==================== design 1
<file path="src/rtl/regfile_wb_arbiter.sv">
// ============================================================================
// Module   : regfile_wb_arbiter
// Purpose  : Round-robin arbiter sharing the register-file write port between
//            the ALU (req0) and load (req1) writeback paths. Optional decode
//            bypass ports are enabled by defining WB_FWD_EN.
// Revision : 1.0 - initial release
// ============================================================================
`default_nettype none

module regfile_wb_arbiter #(
   parameter int NREG  = 16,
   parameter int CNT_W = 8
) (
   input  logic             clk,
   input  logic             rst,
   input  logic             wb_hold,
   input  logic             req0_valid,
   input  logic [4:0]       req0_rd,
   input  logic [31:0]      req0_data,
   output logic             req0_ready,
   input  logic             req1_valid,
   input  logic [4:0]       req1_rd,
   input  logic [31:0]      req1_data,
   output logic             req1_ready,
   output logic             wr_en,
   output logic [4:0]       wr_addr,
   output logic [31:0]      wr_data,
   output logic             err_oob,
`ifdef WB_FWD_EN
   input  logic [4:0]       rs,
   input  logic [4:0]       rt,
   output logic             fwd_a_hit,
   output logic             fwd_b_hit,
   output logic [31:0]      fwd_data,
`endif
   output logic [CNT_W-1:0] drop_cnt
);

   localparam logic [5:0] c_nreg = 6'(NREG);

   logic             r_last_grant;
   logic             r_wr_en;
   logic [4:0]       r_wr_addr;
   logic [31:0]      r_wr_data;
   logic             r_err_oob;
   logic [CNT_W-1:0] r_drop_cnt;

   logic             w_ready0;
   logic             w_ready1;
   logic             w_xfer;
   logic [4:0]       w_sel_rd;
   logic [31:0]      w_sel_data;
   logic             w_sel_oob;
   logic             w_sel_write;

   // Contention goes to whichever requester did not win last time.
   always_comb begin
      w_ready0 = 1'b0;
      w_ready1 = 1'b0;
      if (!rst && !wb_hold) begin
         if (req0_valid && req1_valid) begin
            w_ready0 = r_last_grant;
            w_ready1 = !r_last_grant;
         end else begin
            w_ready0 = req0_valid;
            w_ready1 = req1_valid;
         end
      end
   end

   assign req0_ready = w_ready0;
   assign req1_ready = w_ready1;

   always_comb begin
      w_xfer     = 1'b0;
      w_sel_rd   = req0_rd;
      w_sel_data = req0_data;
      if (req0_valid && w_ready0) begin
         w_xfer = 1'b1;
      end else if (req1_valid && w_ready1) begin
         w_xfer     = 1'b1;
         w_sel_rd   = req1_rd;
         w_sel_data = req1_data;
      end
   end

   assign w_sel_oob   = ({1'b0, w_sel_rd} >= c_nreg);
   assign w_sel_write = w_xfer && (w_sel_rd != 5'd0) && !w_sel_oob;

   always_ff @(posedge clk) begin
      if (rst) begin
         r_last_grant <= 1'b1;
      end else if (req0_valid && w_ready0) begin
         r_last_grant <= 1'b0;
      end else if (req1_valid && w_ready1) begin
         r_last_grant <= 1'b1;
      end
   end

   // Address and data hold their last committed value when nothing is written.
   always_ff @(posedge clk) begin
      if (rst) begin
         r_wr_en    <= 1'b0;
         r_wr_addr  <= 5'd0;
         r_wr_data  <= 32'd0;
         r_err_oob  <= 1'b0;
         r_drop_cnt <= '0;
      end else begin
         r_wr_en   <= w_sel_write;
         r_err_oob <= w_xfer && w_sel_oob;
         if (w_sel_write) begin
            r_wr_addr <= w_sel_rd;
            r_wr_data <= w_sel_data;
         end
         if (w_xfer && w_sel_oob && !(&r_drop_cnt)) begin
            r_drop_cnt <= r_drop_cnt + CNT_W'(1);
         end
      end
   end

   always_comb begin
      assert (!(w_ready0 && w_ready1));
   end

   assign wr_en    = r_wr_en;
   assign wr_addr  = r_wr_addr;
   assign wr_data  = r_wr_data;
   assign err_oob  = r_err_oob;
   assign drop_cnt = r_drop_cnt;

`ifdef WB_FWD_EN
   assign fwd_a_hit = r_wr_en && (r_wr_addr == rs) && (rs != 5'd0);
   assign fwd_b_hit = r_wr_en && (r_wr_addr == rt) && (rt != 5'd0);
   assign fwd_data  = r_wr_data;
`endif

endmodule

`default_nettype wire

</file>
<file path="config.mk">
export PLATFORM = sky130hd
export DESIGN_NAME = regfile_wb_arbiter
export DESIGN_NICKNAME = d
export VERILOG_FILES = /design/src/rtl/regfile_wb_arbiter.sv
export SDC_FILE = /design/constraint.sdc
export NUM_CORES = 1
export LEC_CHECK = 0
export CORE_MARGIN = 2
export CORE_UTILIZATION = 30
export CTS_BUF_LIST = sky130_fd_sc_hd__clkbuf_8
export CTS_CLUSTER_DIAMETER = 120
export DETAILED_ROUTE_END_ITERATION = 10
export PLACE_DENSITY = 0.78
export RECOVER_POWER = 50
export SYNTH_ARGS = -nofsm -noshare
export SYNTH_HDL_FRONTEND = slang
export SYNTH_SLANG_ARGS = --single-unit
</file>
<file path="constraint.sdc">
create_clock -name clk -period 2.3 [get_ports clk]
set_clock_uncertainty 0.15 [all_clocks]
set_input_delay 0.69 -clock clk [delete_from_list [all_inputs] [get_ports clk]]
set_output_delay 0.69 -clock clk [all_outputs]
set_load 0.1 [all_outputs]
</file>
==================== design 2
### src/rtl/rpsc_pkg.sv
// Shared types and defaults for the RPSC high-voltage sequencer.
package rpsc_pkg;

  typedef enum logic [2:0] {
    IDLE    = 3'd0,
    G1_UP   = 3'd1,
    AN_UP   = 3'd2,
    RUN     = 3'd3,
    AN_DOWN = 3'd4,
    FAULT   = 3'd5
  } seq_state_t;

  typedef enum logic [2:0] {
    NONE    = 3'd0,
    G1_PERM = 3'd1,
    AN_PERM = 3'd2,
    G1_LOST = 3'd3,
    AN_LOST = 3'd4,
    G1_TMO  = 3'd5,
    AN_TMO  = 3'd6,
    ILLEGAL = 3'd7
  } fault_code_t;

  localparam int G1_TIMEOUT_DEF = 192;
  localparam int AN_TIMEOUT_DEF = 384;
  localparam int OFF_DELAY_DEF  = 64;

  function automatic int max3(input int a, input int b, input int c);
    int m;
    m = (a > b) ? a : b;
    return (m > c) ? m : c;
  endfunction

  // Highest-priority interlock loss; callers tie unchecked inputs high.
  function automatic fault_code_t first_cause(input logic g1_on_perm, input logic an_perm,
                                              input logic g1_ok, input logic an_ok);
    if (!g1_on_perm) return G1_PERM;
    if (!an_perm)    return AN_PERM;
    if (!g1_ok)      return G1_LOST;
    if (!an_ok)      return AN_LOST;
    return NONE;
  endfunction

endpackage

### src/rtl/rpsc_seq_timer.sv
// Saturating state-dwell counter with sync clear and a terminal-count compare.
module rpsc_seq_timer #(
  parameter int W = 10
) (
  input  logic         clk,
  input  logic         reset,
  input  logic         clr,
  input  logic         en,
  input  logic [W-1:0] term,
  output logic         hit
);

  logic [W-1:0] count;

  // NOTE: sequential state is written with <= so every flop samples pre-edge values.
  always_ff @(posedge clk) begin
    if (reset || clr) count <= '0;
    else if (en && (count != '1)) count <= count + W'(1);
  end

  assign hit = (count == term);

endmodule

### src/rtl/rpsc_hv_sequencer.sv
// G1/anode power sequencer: staged bring-up, staged stop, first-fault latch.
module rpsc_hv_sequencer
  import rpsc_pkg::*;
#(
  parameter int G1_TIMEOUT = G1_TIMEOUT_DEF,
  parameter int AN_TIMEOUT = AN_TIMEOUT_DEF,
  parameter int OFF_DELAY  = OFF_DELAY_DEF
) (
  input  logic       clk,
  input  logic       reset,
  input  logic       start_req,
  input  logic       stop_req,
  input  logic       fault_ack,
  input  logic       g1_on_perm,
  input  logic       g1_ok,
  input  logic       an_perm,
  input  logic       an_ok,
  output logic       g1_en,
  output logic       an_en,
  output logic       ready,
  output logic       fault,
  output logic [2:0] fault_code,
  output logic [2:0] state
);

  localparam int CNT_W = $clog2(max3(G1_TIMEOUT, AN_TIMEOUT, OFF_DELAY)) + 1;

  seq_state_t       state_q, state_d;
  fault_code_t      code_q, cause;
  logic [CNT_W-1:0] term;
  logic             tmr_hit;

  always_comb begin
    case (state_q)
      G1_UP:   term = CNT_W'(G1_TIMEOUT - 1);
      AN_UP:   term = CNT_W'(AN_TIMEOUT - 1);
      AN_DOWN: term = CNT_W'(OFF_DELAY - 1);
      default: term = '1;
    endcase
  end

  rpsc_seq_timer #(.W(CNT_W)) u_timer (
    .clk   (clk),
    .reset (reset),
    .clr   (state_d != state_q),
    .en    (state_q inside {G1_UP, AN_UP, AN_DOWN}),
    .term  (term),
    .hit   (tmr_hit)
  );

  always_ff @(posedge clk) begin
    if (reset) begin
      state_q <= IDLE;
      code_q  <= NONE;
    end else begin
      state_q <= state_d;
      if (state_q != FAULT && state_d == FAULT) code_q <= cause;
      else if (state_q == FAULT && state_d == IDLE) code_q <= NONE;
    end
  end

  // Fault causes outrank stop_req, which outranks ok/timeout progress.
  always_comb begin
    // NOTE: defaults first so no path leaves a variable unassigned (no latch).
    state_d = state_q;
    cause   = NONE;
    case (state_q)
      IDLE: if (start_req && g1_on_perm && an_perm) state_d = G1_UP;
      G1_UP: begin
        cause = first_cause(g1_on_perm, an_perm, 1'b1, 1'b1);
        if (cause == NONE) begin
          if (stop_req)     state_d = AN_DOWN;
          else if (g1_ok)   state_d = AN_UP;
          else if (tmr_hit) cause   = G1_TMO;
        end
      end
      AN_UP: begin
        cause = first_cause(g1_on_perm, an_perm, g1_ok, 1'b1);
        if (cause == NONE) begin
          if (stop_req)     state_d = AN_DOWN;
          else if (an_ok)   state_d = RUN;
          else if (tmr_hit) cause   = AN_TMO;
        end
      end
      RUN: begin
        cause = first_cause(g1_on_perm, an_perm, g1_ok, an_ok);
        if (cause == NONE && stop_req) state_d = AN_DOWN;
      end
      AN_DOWN: begin
        cause = first_cause(g1_on_perm, 1'b1, 1'b1, 1'b1);
        if (cause == NONE && tmr_hit) state_d = IDLE;
      end
      FAULT: if (fault_ack && g1_on_perm && an_perm) state_d = IDLE;
      default: cause = ILLEGAL;
    endcase
    if (cause != NONE) state_d = FAULT;
  end

  always_comb begin
    g1_en = 1'b0;
    an_en = 1'b0;
    ready = 1'b0;
    fault = 1'b0;
    case (state_q)
      G1_UP, AN_DOWN: g1_en = 1'b1;
      AN_UP: begin
        g1_en = 1'b1;
        an_en = 1'b1;
      end
      RUN: begin
        g1_en = 1'b1;
        an_en = 1'b1;
        ready = 1'b1;
      end
      FAULT:   fault = 1'b1;
      default: ;
    endcase
  end

  assign fault_code = code_q;
  assign state      = state_q;

endmodule

### config.mk
export PLATFORM = sky130hd
export DESIGN_NAME = rpsc_hv_sequencer
export DESIGN_NICKNAME = d
export VERILOG_FILES = /design/src/rtl/rpsc_pkg.sv /design/src/rtl/rpsc_seq_timer.sv /design/src/rtl/rpsc_hv_sequencer.sv
export SDC_FILE = /design/constraint.sdc
export NUM_CORES = 1
export LEC_CHECK = 0
export CAP_MARGIN = 0
export CORE_AREA = 2 2 62 52
export CTS_BUF_LIST = sky130_fd_sc_hd__clkbuf_4
export DETAILED_ROUTE_END_ITERATION = 6
export DIE_AREA = 0 0 64 54
export PLACE_DENSITY = 0.76
export SETUP_SLACK_MARGIN = 0.02
export SKIP_CTS_REPAIR_TIMING = 1
export SYNTH_ARGS = -nofsm -noshare
export SYNTH_HDL_FRONTEND = slang
export SYNTH_SLANG_ARGS = --single-unit
### constraint.sdc
create_clock -name clk -period 1.7 [get_ports clk]
set_input_delay 0.255 -clock clk [delete_from_list [all_inputs] [get_ports clk]]
set_output_delay 0.255 -clock clk [all_outputs]
set_load 0.01 [all_outputs]
Fig. 1: design 1, congestion heat map
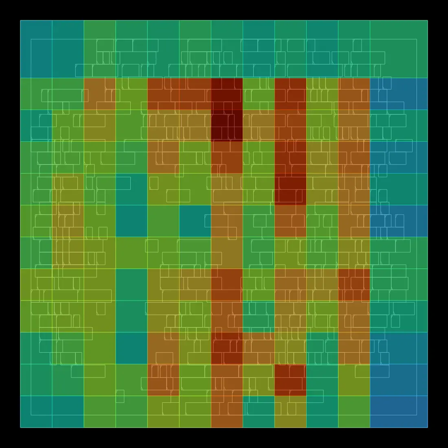
post-DR wirelength/cell: 15.2 um
met2 track demand over resource: 33.0%
Tot GR Track Use: 18.8%
Most Used Layer, Global Route: met2
GRT met1 Usage: 22.4%

==> results_slide.txt, design 1 <==
Key Metrics from the Run

Routing
  • First-pass iteration count of the detailed router: 4
  • Final wirelength: 7.70 mm
  • Met3 WL: 677 um
  • Met2 routed WL: 3.89 mm

Final layout
  • Commonest Layout Cell: nand2_1
  • Most common logic cells in the final layout: nand2_1 (77), clkdlybuf4s50_1 (66), dfxtp_1 (48)
  • FF+latch area: 961 sq um
  • MI comb area: 0.00120 sq mm

Yosys
  • Top cells, area: dfxtp_1 (45%), a311oi_1 (14%), nand2_1 (14%)
  • Synth cell types: 34
  • Adder Area Share: 0.585%
  • AND/OR/NAND/NOR Cells, Area Fraction: 26.5%
  • Synth Warn #: 0
  • Post-Syn Area: 0.00214 sq mm
  • Mapped Cells: 270
  • XORs/XNORs by Area: 0.410%
  • Synth flops: 48
  • Register share after synthesis: 45.0%
  • Mux frac, synth: 1.93%
  • Synth top cells by count: nand2_1 (78), dfxtp_1 (48), nor2_1 (41)
  • Syn avg cell area: 7.92 sq um
  • Post-synth EDFFs: 0
  • Mapped Nets: 350
  • Post-synth ARST share: 0%

Worst setup path
  • Crit end category: register
  • Worst-path cell chain: clkdlybuf4s50_1, inv_1, nand4_1, a21oi_4, bufbuf_16, nor2_1, a311oi_1
  • CP delay by family, top: buffers and inverters
  • Reg2reg start: r_last_grant$_SDFFE_PP1P_
  • CP startpoint kind: primary input
  • Buf+Inv Stages, Crit Path: 3
  • Setup crit end: wr_data[7]$_SDFFE_PP0P_
  • Worst reg2reg setup slack: 0.37 ns
  • Crit-path max cell delay: 0.42 ns
  • RR Endpoint: wr_data[7]$_SDFFE_PP0P_

Placement
  • Placed wire-length estimate: 5.25 mm
  • DP Cell Count: 488
  • Place WS: -0.488 ns
  • Final Wtd Congestion: 0.900

Power
  • Power density over the cells: 522 mW/mm^2
  • Power Total: 0.00199 W
  • Leak: 1.56 nW

Die
  • Die y size: 88.4 um
  • # IOs: 128
  • Cell Rows: 30

Outcome
  • Outcome: finished clean

Timing
  • Fin. Hold Viols: 0
  • Worst hold margin: 0.306 ns
  • Min Clock Period, post-route: 2.26 ns
  • Setup tns final: 0 ns

CTS
  • # clock sinks: 48
  • H-tree levels: 2
  • Num CTS Buffers: 5
  • Number of gates resized after cts: 29
  • Post-cts hold buffer count: 0
  • CTS tree: built

Hold path
  • Hold Crit Start: wr_addr[0]$_SDFFE_PP0P_
-- design 1: registers in the layout, indices dropped and copies added (netlist names) --
name / flops
wr_addr: 5
wr_en: 1
r_last_grant: 1
err_oob: 1
wr_data: 32
drop_cnt: 8
-- design 1: cell type report --
type	instances	share of cell area, %
Timing Repair Buffer	152	37.6
Multi-Input combinational cell	196	31.5
Sequential cell	48	25.2
Tap cell	96	3.15
Clock buffer	5	1.80
Inverter	6	0.590
Clock inverter	2	0.229
-- design 1: report_power, final --
group          switching (W)  leakage (nW)  internal (W)
clock network       0.000267        0.0452      0.000203
logic               0.000407          1.13      0.000231
registers          0.0000204         0.391      0.000865
Fig. 2: design 2, congestion heat map
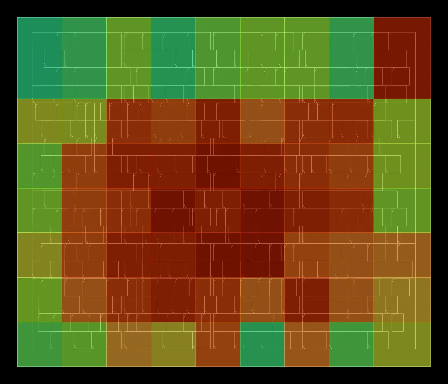
M3 GR Usage: 4.81%
Final Util: 88.1%
post-DR wirelength/cell: 22.2 um

==> results_slide.txt, design 2 <==
Key Metrics from the Run

Worst setup path
  • Buf+Inv Stages, Crit Path: 2
  • Levels on crit path: 8

Timing
  • Setup-failing EPs final: 18
  • Worst hold margin: 0.519 ns
  • Worst-Margin Slew: 0.462 ns
  • PnR worst setup slack: -0.430 ns

Outcome
  • Outcome: complete, but fails checks
  • Failing checks: negative setup slack

Yosys
  • Synth flops: 16
  • Adder Area Share: 0.893%

Flow run
  • Log Warnings: 28

Routing
  • Vias: 2028
  • Final ANT Viol Nets: 0
  • First-pass iteration count of the detailed router: 5

Final layout
  • Ant. Diodes: 0
  • Logic share of the area: 47.7%
  • Area Overhead vs Synth: 82.7%
  • Layout cells sized above 1: 53.6%

Placement
  • DP Cell Count: 281

Global routing
  • Antenna violations before repair: 0
## design 2: power by group through the flow
stage / sequential (W) / clock, W / combinational, W
after floorplan: 0.000465 / 0 / 0.000716
after global placement: 0.000524 / 0 / 0.00108
after detailed placement: 0.000529 / 0 / 0.00111
after CTS: 0.000520 / 0.000212 / 0.00112
after global routing: 0.000488 / 0.000232 / 0.00174
final: 0.000488 / 0.000220 / 0.00168
## design 2: sequential cells by signal (all words and copies together), names as in the netlist
register	cells
state	3
fault_code	3
u_timer.count	10

==> screenshots <==
M2 wires.
Plate I
Drawn at 8 px/um.
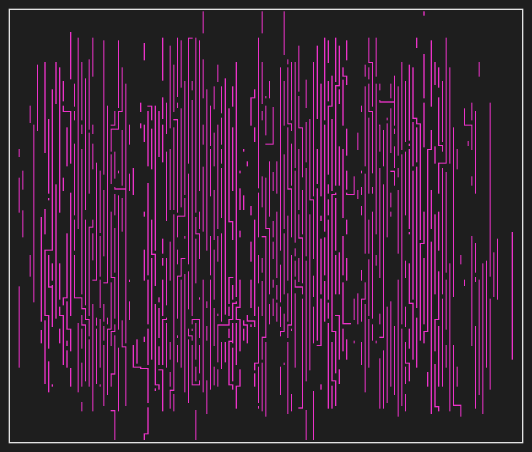
Plate II
Drawn at 6 px/um.
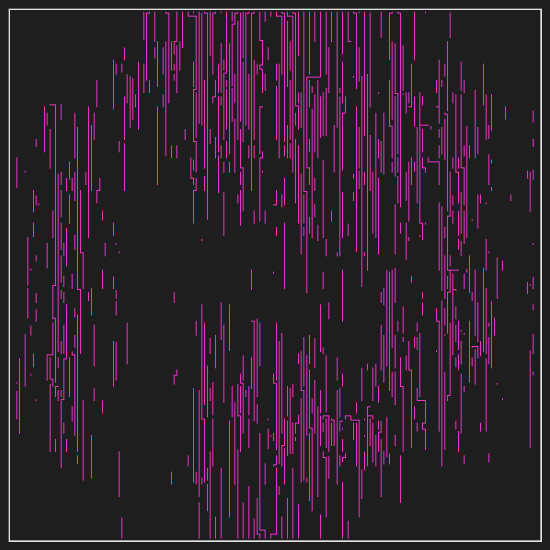
- largest die: Plate II
- Plate II = design 1
- Plate I = design 2

Key to Plate I:
- longest straight run: 32.3 um
- wire length on this layer: 3240 um
- nets with wire on the layer: 267
- share of all routed wire: 48%



==> layout pictures side by side <==
Metal 1.
panel A
Drawn at 8 px/um. Supply wires on this layer in gray.
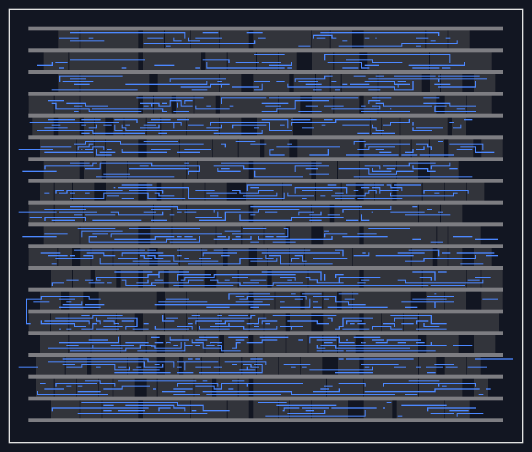
panel B
Drawn at 6 px/um. Supply wires on this layer in gray.
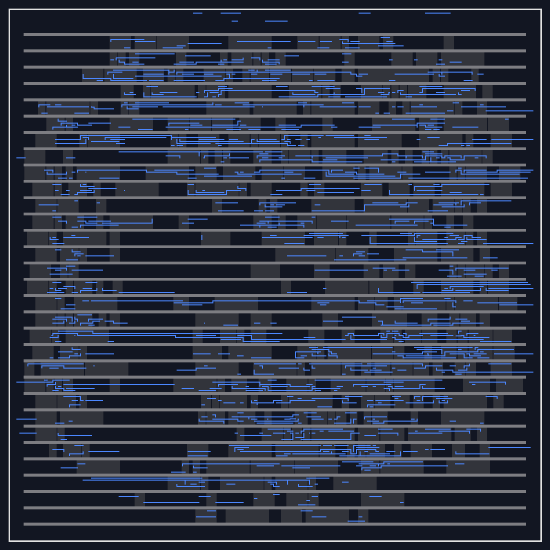
The one with the largest die is panel B.
design 2: panel A
design 1: panel B

Key to panel B:
- share of all routed wire: 39%
- main direction: horizontal

Power is estimated from default activity; no workload was simulated.
